######## block 1 ########
--- config.mk ---
export PLATFORM = sky130hd
export DESIGN_NAME = fifo_rd_ctrl
export DESIGN_NICKNAME = d
export VERILOG_FILES = /design/src/rtl/fifo_rd_ctrl.sv
export SDC_FILE = /design/constraint.sdc
export NUM_CORES = 1
export LEC_CHECK = 0
export CORE_MARGIN = 1.5
export CORE_UTILIZATION = 40
export DETAILED_ROUTE_END_ITERATION = 6
export PLACE_DENSITY = 0.74
export SLEW_MARGIN = 25
export SYNTH_ARGS = -nofsm -noshare
export SYNTH_HDL_FRONTEND = slang
export SYNTH_SLANG_ARGS = --single-unit
--- constraint.sdc ---
create_clock -name clk -period 3.8 [get_ports clk]
set_input_delay 0.57 -clock clk [delete_from_list [all_inputs] [get_ports clk]]
set_output_delay 0.57 -clock clk [all_outputs]
set_load 0.01 [all_outputs]
--- src/rtl/fifo_rd_ctrl.sv ---
// Read-side controller of an async FIFO: owns the binary/Gray read pointer,
// synchronises the write Gray pointer and produces registered empty and fill level.
module fifo_rd_ctrl #(
  parameter int ADDR_WIDTH  = 3,
  parameter int SYNC_STAGES = 2
) (
  input  logic                  clk,
  input  logic                  rst_n,
  input  logic                  rinc,
  input  logic [ADDR_WIDTH:0]   wptr_gray,
  output logic [ADDR_WIDTH-1:0] raddr,
  output logic [ADDR_WIDTH:0]   rptr_gray,
  output logic                  rempty,
  output logic [ADDR_WIDTH:0]   rlevel
);

  localparam int PW = ADDR_WIDTH + 1;

  logic [PW-1:0] sync_q [SYNC_STAGES];
  logic [PW-1:0] wq_sync;
  logic [PW-1:0] wq_bin;
  logic [PW-1:0] rbin;
  logic [PW-1:0] rbin_next;
  logic [PW-1:0] rgray_next;
  logic          rd_en;

  function automatic logic [PW-1:0] gray2bin(input logic [PW-1:0] g);
    logic [PW-1:0] b;
    b[PW-1] = g[PW-1];
    for (int i = PW - 2; i >= 0; i--) begin
      b[i] = b[i+1] ^ g[i];
    end
    return b;
  endfunction

  // Handshake: ~rempty is the valid, rinc is the ready; an entry is consumed
  // only on a cycle where both are high. rinc while empty is silently ignored.
  always_comb begin
    wq_sync    = sync_q[SYNC_STAGES-1];
    wq_bin     = gray2bin(wq_sync);
    rd_en      = rinc & ~rempty;
    rbin_next  = rbin + PW'(rd_en);
    rgray_next = (rbin_next >> 1) ^ rbin_next;
  end

  always_ff @(posedge clk or negedge rst_n) begin
    if (!rst_n) begin
      for (int i = 0; i < SYNC_STAGES; i++) begin
        sync_q[i] <= '0;
      end
    end else begin
      sync_q[0] <= wptr_gray;
      for (int i = 1; i < SYNC_STAGES; i++) begin
        sync_q[i] <= sync_q[i-1];
      end
    end
  end

  // Empty and level use the post-read pointer so a read on this edge is
  // reflected immediately; the stale write pointer only makes them pessimistic.
  always_ff @(posedge clk or negedge rst_n) begin
    if (!rst_n) begin
      rbin      <= '0;
      rptr_gray <= '0;
      rempty    <= 1'b1;
      rlevel    <= '0;
    end else begin
      rbin      <= rbin_next;
      rptr_gray <= rgray_next;
      rempty    <= (rgray_next == wq_sync);
      rlevel    <= wq_bin - rbin_next;
    end
  end

  assign raddr = rbin[ADDR_WIDTH-1:0];

endmodule

######## block 2 ########
## config.mk

```make
export PLATFORM = sky130hd
export DESIGN_NAME = onehot_rr_scheduler_flat
export DESIGN_NICKNAME = d
export VERILOG_FILES = /design/src/rtl/onehot_rr_scheduler_if.sv /design/src/rtl/onehot_rr_scheduler.sv /design/src/flat_wrapper.sv
export SDC_FILE = /design/constraint.sdc
export NUM_CORES = 1
export LEC_CHECK = 0
export CAP_MARGIN = 20
export CORE_ASPECT_RATIO = 0.9
export CORE_MARGIN = 3
export CORE_UTILIZATION = 45
export CTS_BUF_LIST = sky130_fd_sc_hd__clkbuf_8
export CTS_CLUSTER_SIZE = 40
export DETAILED_ROUTE_END_ITERATION = 10
export GPL_TIMING_DRIVEN = 0
export HOLD_SLACK_MARGIN = 0.05
export PLACE_DENSITY = 0.66
export SYNTH_ARGS = -nofsm -noshare
export SYNTH_HDL_FRONTEND = slang
export SYNTH_SLANG_ARGS = --single-unit
export TNS_END_PERCENT = 1
```

## constraint.sdc

```tcl
create_clock -name clk -period 5.2 [get_ports clk]
set_input_delay 1.04 -clock clk [delete_from_list [all_inputs] [get_ports clk]]
set_output_delay 1.04 -clock clk [all_outputs]
set_load 0.05 [all_outputs]
```

## src/rtl/onehot_rr_scheduler_if.sv

```systemverilog
// Scheduler handshake bundle: requests/done in, one-hot grant and status out.
// The scheduler uses the master view; the requester side uses the slave view.
interface onehot_rr_scheduler_if;
  logic [7:0] req;
  logic       done;
  logic [7:0] grant;
  logic [2:0] grant_idx;
  logic       grant_valid;
  logic       timeout_flag;

  modport master (
    input  req,
    input  done,
    output grant,
    output grant_idx,
    output grant_valid,
    output timeout_flag
  );

  modport slave (
    output req,
    output done,
    input  grant,
    input  grant_idx,
    input  grant_valid,
    input  timeout_flag
  );
endinterface

```

## src/rtl/onehot_rr_scheduler.sv

```systemverilog
// Round-robin scheduler for 8 requesters with held one-hot grant and binary index.
// Optional grant-hold timeout is enabled by defining SCHED_TIMEOUT_EN.
module onehot_rr_scheduler #(
  parameter int unsigned N       = 8,
  parameter int unsigned TIMEOUT = 15
) (
  input logic                    clk,
  input logic                    rst,
  onehot_rr_scheduler_if.master  bus
);

  localparam int unsigned IW = $clog2(N);

  typedef enum logic {
    S_IDLE,
    S_GRANT
  } state_t;

  typedef logic [IW-1:0] idx_t;

  if (TIMEOUT < 1 || TIMEOUT > 255) begin : g_timeout_range
    $error("onehot_rr_scheduler: TIMEOUT must be in 1..255");
  end

  state_t         state, state_n;
  idx_t           ptr, ptr_n;
  logic [N-1:0]   grant_q, grant_n;
  idx_t           idx_q, idx_n;
  logic           valid_q, valid_n;

  logic           found;
  idx_t           sel_idx;
  idx_t           cand;

`ifdef SCHED_TIMEOUT_EN
  logic [7:0]     cnt, cnt_n;
  logic [7:0]     cnt_inc;
  logic           flag_q, flag_n;
`endif

  // Upward search from ptr with wrap; first hit wins.
  always_comb begin
    found   = 1'b0;
    sel_idx = '0;
    cand    = '0;
    for (int unsigned k = 0; k < N; k++) begin
      cand = ptr + idx_t'(k);
      if (!found && bus.req[cand]) begin
        found   = 1'b1;
        sel_idx = cand;
      end
    end
  end

`ifdef SCHED_TIMEOUT_EN
  assign cnt_inc = cnt + 8'd1;
`endif

  always_comb begin
    state_n = state;
    ptr_n   = ptr;
    grant_n = grant_q;
    idx_n   = idx_q;
    valid_n = valid_q;
`ifdef SCHED_TIMEOUT_EN
    cnt_n   = cnt;
    flag_n  = 1'b0;
`endif
    unique case (state)
      S_IDLE: begin
        if (found) begin
          grant_n = N'(1) << sel_idx;
          idx_n   = sel_idx;
          valid_n = 1'b1;
          ptr_n   = sel_idx + idx_t'(1);
          state_n = S_GRANT;
`ifdef SCHED_TIMEOUT_EN
          cnt_n   = '0;
`endif
        end
      end
      S_GRANT: begin
        if (bus.done) begin
          grant_n = '0;
          idx_n   = '0;
          valid_n = 1'b0;
          state_n = S_IDLE;
        end
`ifdef SCHED_TIMEOUT_EN
        // done has priority: revoke by timeout only when done is absent.
        else if (cnt_inc == 8'(TIMEOUT)) begin
          grant_n = '0;
          idx_n   = '0;
          valid_n = 1'b0;
          flag_n  = 1'b1;
          state_n = S_IDLE;
        end else begin
          cnt_n   = cnt_inc;
        end
`endif
      end
      default: begin
        state_n = S_IDLE;
        grant_n = '0;
        idx_n   = '0;
        valid_n = 1'b0;
      end
    endcase
  end

  always_ff @(posedge clk or posedge rst) begin
    if (rst) begin
      state   <= S_IDLE;
      ptr     <= '0;
      grant_q <= '0;
      idx_q   <= '0;
      valid_q <= 1'b0;
`ifdef SCHED_TIMEOUT_EN
      cnt     <= '0;
      flag_q  <= 1'b0;
`endif
    end else begin
      state   <= state_n;
      ptr     <= ptr_n;
      grant_q <= grant_n;
      idx_q   <= idx_n;
      valid_q <= valid_n;
`ifdef SCHED_TIMEOUT_EN
      cnt     <= cnt_n;
      flag_q  <= flag_n;
`endif
    end
  end

  assign bus.grant       = grant_q;
  assign bus.grant_idx   = idx_q;
  assign bus.grant_valid = valid_q;
`ifdef SCHED_TIMEOUT_EN
  assign bus.timeout_flag = flag_q;
`else
  assign bus.timeout_flag = 1'b0;
`endif

  a_onehot0 : assert property (@(posedge clk) disable iff (rst) $onehot0(grant_q));
  a_valid   : assert property (@(posedge clk) disable iff (rst) valid_q == (grant_q != '0));
  a_index   : assert property (@(posedge clk) disable iff (rst)
                               valid_q |-> grant_q[idx_q]);

endmodule
```

## src/flat_wrapper.sv

```systemverilog
// flat-port wrapper written by rule: the top's interface ports become plain ports
module onehot_rr_scheduler_flat 
#(
  parameter int unsigned N       = 8,
  parameter int unsigned TIMEOUT = 15
)
  (clk, rst, bus_req, bus_done, bus_grant, bus_grant_idx, bus_grant_valid, bus_timeout_flag);
  onehot_rr_scheduler_if bus_i ();
  input logic clk;
  input logic rst;
  input wire logic [$bits(bus_i.req)-1:0] bus_req;
  input wire logic [$bits(bus_i.done)-1:0] bus_done;
  output wire logic [$bits(bus_i.grant)-1:0] bus_grant;
  output wire logic [$bits(bus_i.grant_idx)-1:0] bus_grant_idx;
  output wire logic [$bits(bus_i.grant_valid)-1:0] bus_grant_valid;
  output wire logic [$bits(bus_i.timeout_flag)-1:0] bus_timeout_flag;
  assign bus_i.req = bus_req;
  assign bus_i.done = bus_done;
  assign bus_grant = bus_i.grant;
  assign bus_grant_idx = bus_i.grant_idx;
  assign bus_grant_valid = bus_i.grant_valid;
  assign bus_timeout_flag = bus_i.timeout_flag;
  onehot_rr_scheduler #(.N(N), .TIMEOUT(TIMEOUT)) u_core (.clk(clk), .rst(rst), .bus(bus_i));
endmodule
```

Block 1, the clock network:
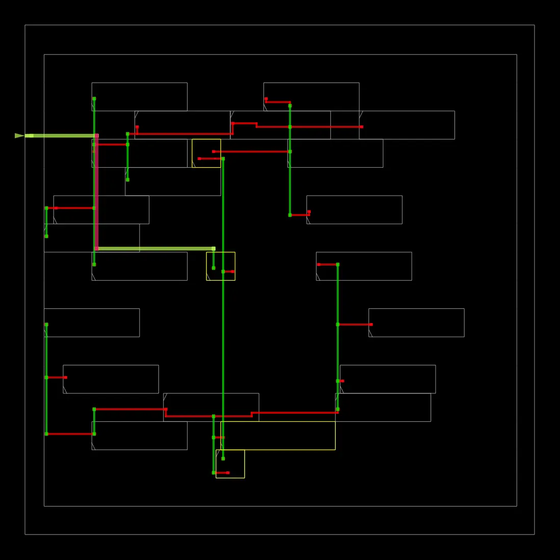
clock insertion delay at the later pin of the skew report: 0.29 ns
total CTS buffers: 3
CTS sink count: 20

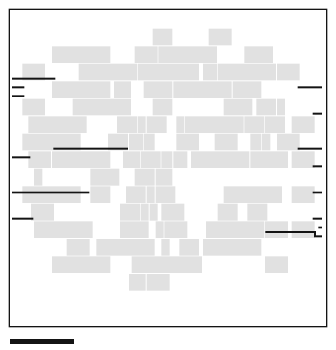
Block 1: the metal 3 layer
Bar = 10 µm. Cells faint in the background.
The wires run mostly horizontal. 14 nets have wire on it.

==> summary.txt, block 1 <==
This memo summarizes the results of the implementation run.

Critical path
The buffer and inverter count on the worst path is 1. In this run the worst path has a maximum fanout of 7. Data arrives at the worst endpoint at 2.55 ns.

The slowest library cell on the worst path is sky130_fd_sc_hd__clkdlybuf4s50_1. The timing startpoint of the critical path is rinc. The start-to-end type of the worst setup path is in -> reg.

Clock network
The library cell used as clock root buffer is sky130_fd_sc_hd__clkbuf_4. The count of hold buffers inserted by post-cts repair is 0.

Cells and area
The final net count is 98. The count of clock-net buffers in the final layout is 3. The area of all placed cells without fillers is 1107 µm². The non-clock buffer count in the final layout is 18. Registers represent a cell area share of 0.4531. Looking at the area split, the leading class of cells is flip-flops and latches. The fraction of area in clock buffers and inverters is 0.04746.

The final antenna diode tally reported by the flow is 0.

STA
Between clock sinks in the finished design, the worst skew comes to 0.004109 ns. The max-slew check reports its worst relative slack as 0.4482.

Min path
In this run the worst hold path is classified as reg -> reg. The startpoint of the lowest-slack hold path is sync_q[7]$_DFF_PN0_.

Outcome
The flow ran to the end, and the final reports show no timing, DRC or antenna violations.

Global route
The met2 track demand over resource is 0.1892. The first global-routing pass estimated 2.118 mm of wire. The global routing usage on met3 is 0.02454.

Logic synthesis
Counting instances in the post-synthesis netlist gives the leading cell types as sky130_fd_sc_hd__dfrtp_1, sky130_fd_sc_hd__xor2_1, sky130_fd_sc_hd__ha_1, sky130_fd_sc_hd__xnor2_1, sky130_fd_sc_hd__nand2_1. The gate-level netlist out of Yosys references 20 unique cell types. Yosys reported that registers with async set or reset make up 1.000.

Routing
The remaining routing DRC violations is 0. The post-detailed-route count of antenna-violating nets is 0.
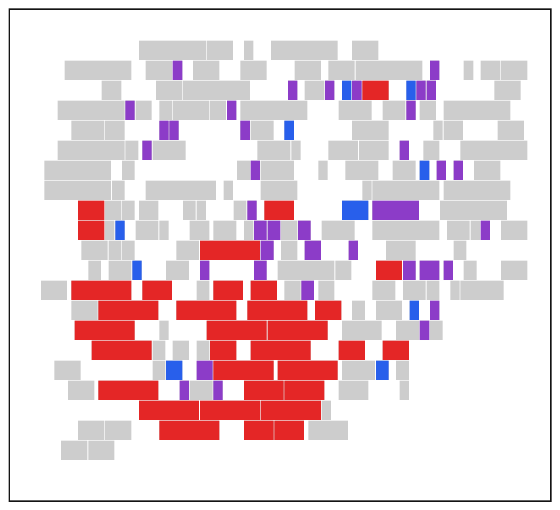
Block 2: gate-type map
Key: blue = NOR gates [cells 10]; red = multiplexers [cells 33]; purple = NAND gates [cells 38]

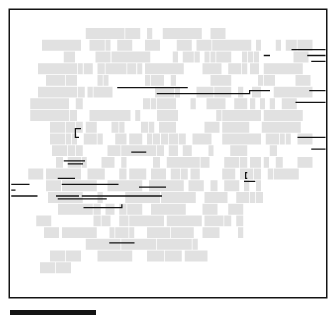
Block 2: the metal 3 layer
Bar = 20 µm. Cells faint in the background.
23 nets have wire on it. The layer carries 179 µm of wire. The layer holds 4.1% of the routed length.

==> summary.txt, block 2 <==
This memo summarizes the results of the implementation run.

Global route
The initial antenna violation count is 0. Entering global routing, the biggest net connects 17 pins. The met2 track demand over resource is 0.2879.

Cells and area
The layout report lists the combined flip-flop and latch area as 400.4 µm². In the layout the commonest cells are sky130_fd_sc_hd__nand2_1, sky130_fd_sc_hd__clkdlybuf4s50_1, sky130_fd_sc_hd__mux4_2, sky130_fd_sc_hd__dfrtp_1, sky130_fd_sc_hd__a21oi_1. The footprint of the multi-input gates is 1308 µm². The fraction of final cell area spent on non-clock buffers in this run is 0.1425.

Counting only logic cells after layout, the most numerous master is sky130_fd_sc_hd__nand2_1. The non-clock buffer count in the final layout is 34.

Min path
The kind of path behind the tightest hold check is reg -> reg. The hold path depth is 1.

Routing
The DRC violation total after the first TritonRoute iteration is 68. The final route contains 1549 vias.

Clock network
The clock latency on the worst-skew pair is 0.25 ns. The clock sink count is 16. The report lists the number of cells resized after CTS as 0.

Outcome
The run finished with clean final reports.

Run
The OpenROAD warning count is 30.

STA
Hold timing on the final database bottoms out at a slack of 0.4975 ns. For the finished layout, the period the worst path requires is 4.113 ns. Looking at the max-slew report, the worst-margin pin has a slew of 0.5942 ns.

Logic synthesis
The main logic family after synthesis is multiplexers. The count of different cell masters after synthesis is 53. The share of the Yosys chip area taken by registers is 0.2175.

Critical path
The timing report shows the most common cell along the critical path to be sky130_fd_sc_hd__ha_1. The cell class contributing the biggest share of worst-path delay is buffers and inverters.

Floorplan
The die span in x is 73.41 µm.

==> gallery <==
Metal 2.
picture 1
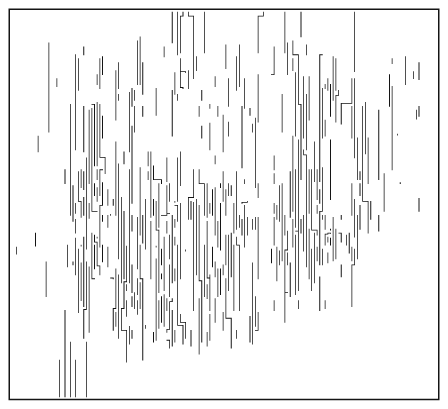
picture 2
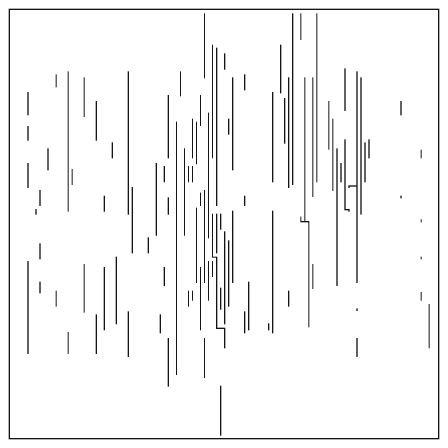
Picture 2 is block 1.
Picture 1 is block 2.



## Gallery

The metal 1 layer.
Supply wires on this layer in grey.
image #1
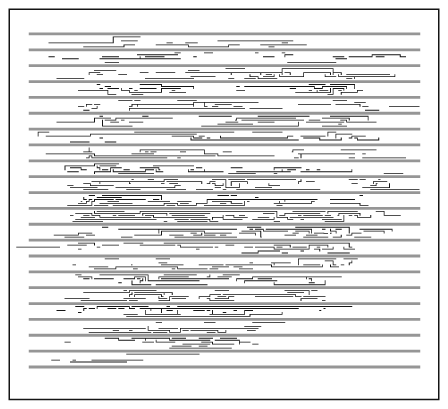
image #2
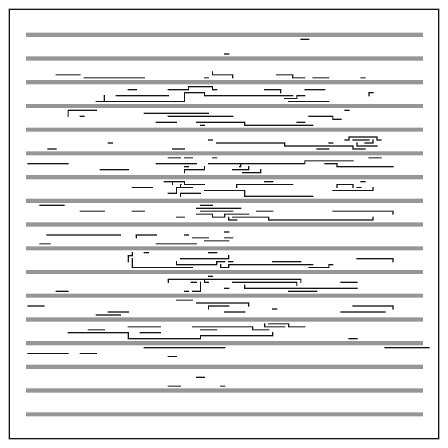
image #1: block 2
image #2: block 1

Key to image #1:
The layer carries 2160 µm of wire. 201 nets have wire on it. The wires run mostly horizontal. The layer holds 50% of the routed length. The longest straight run is 31.7 µm.

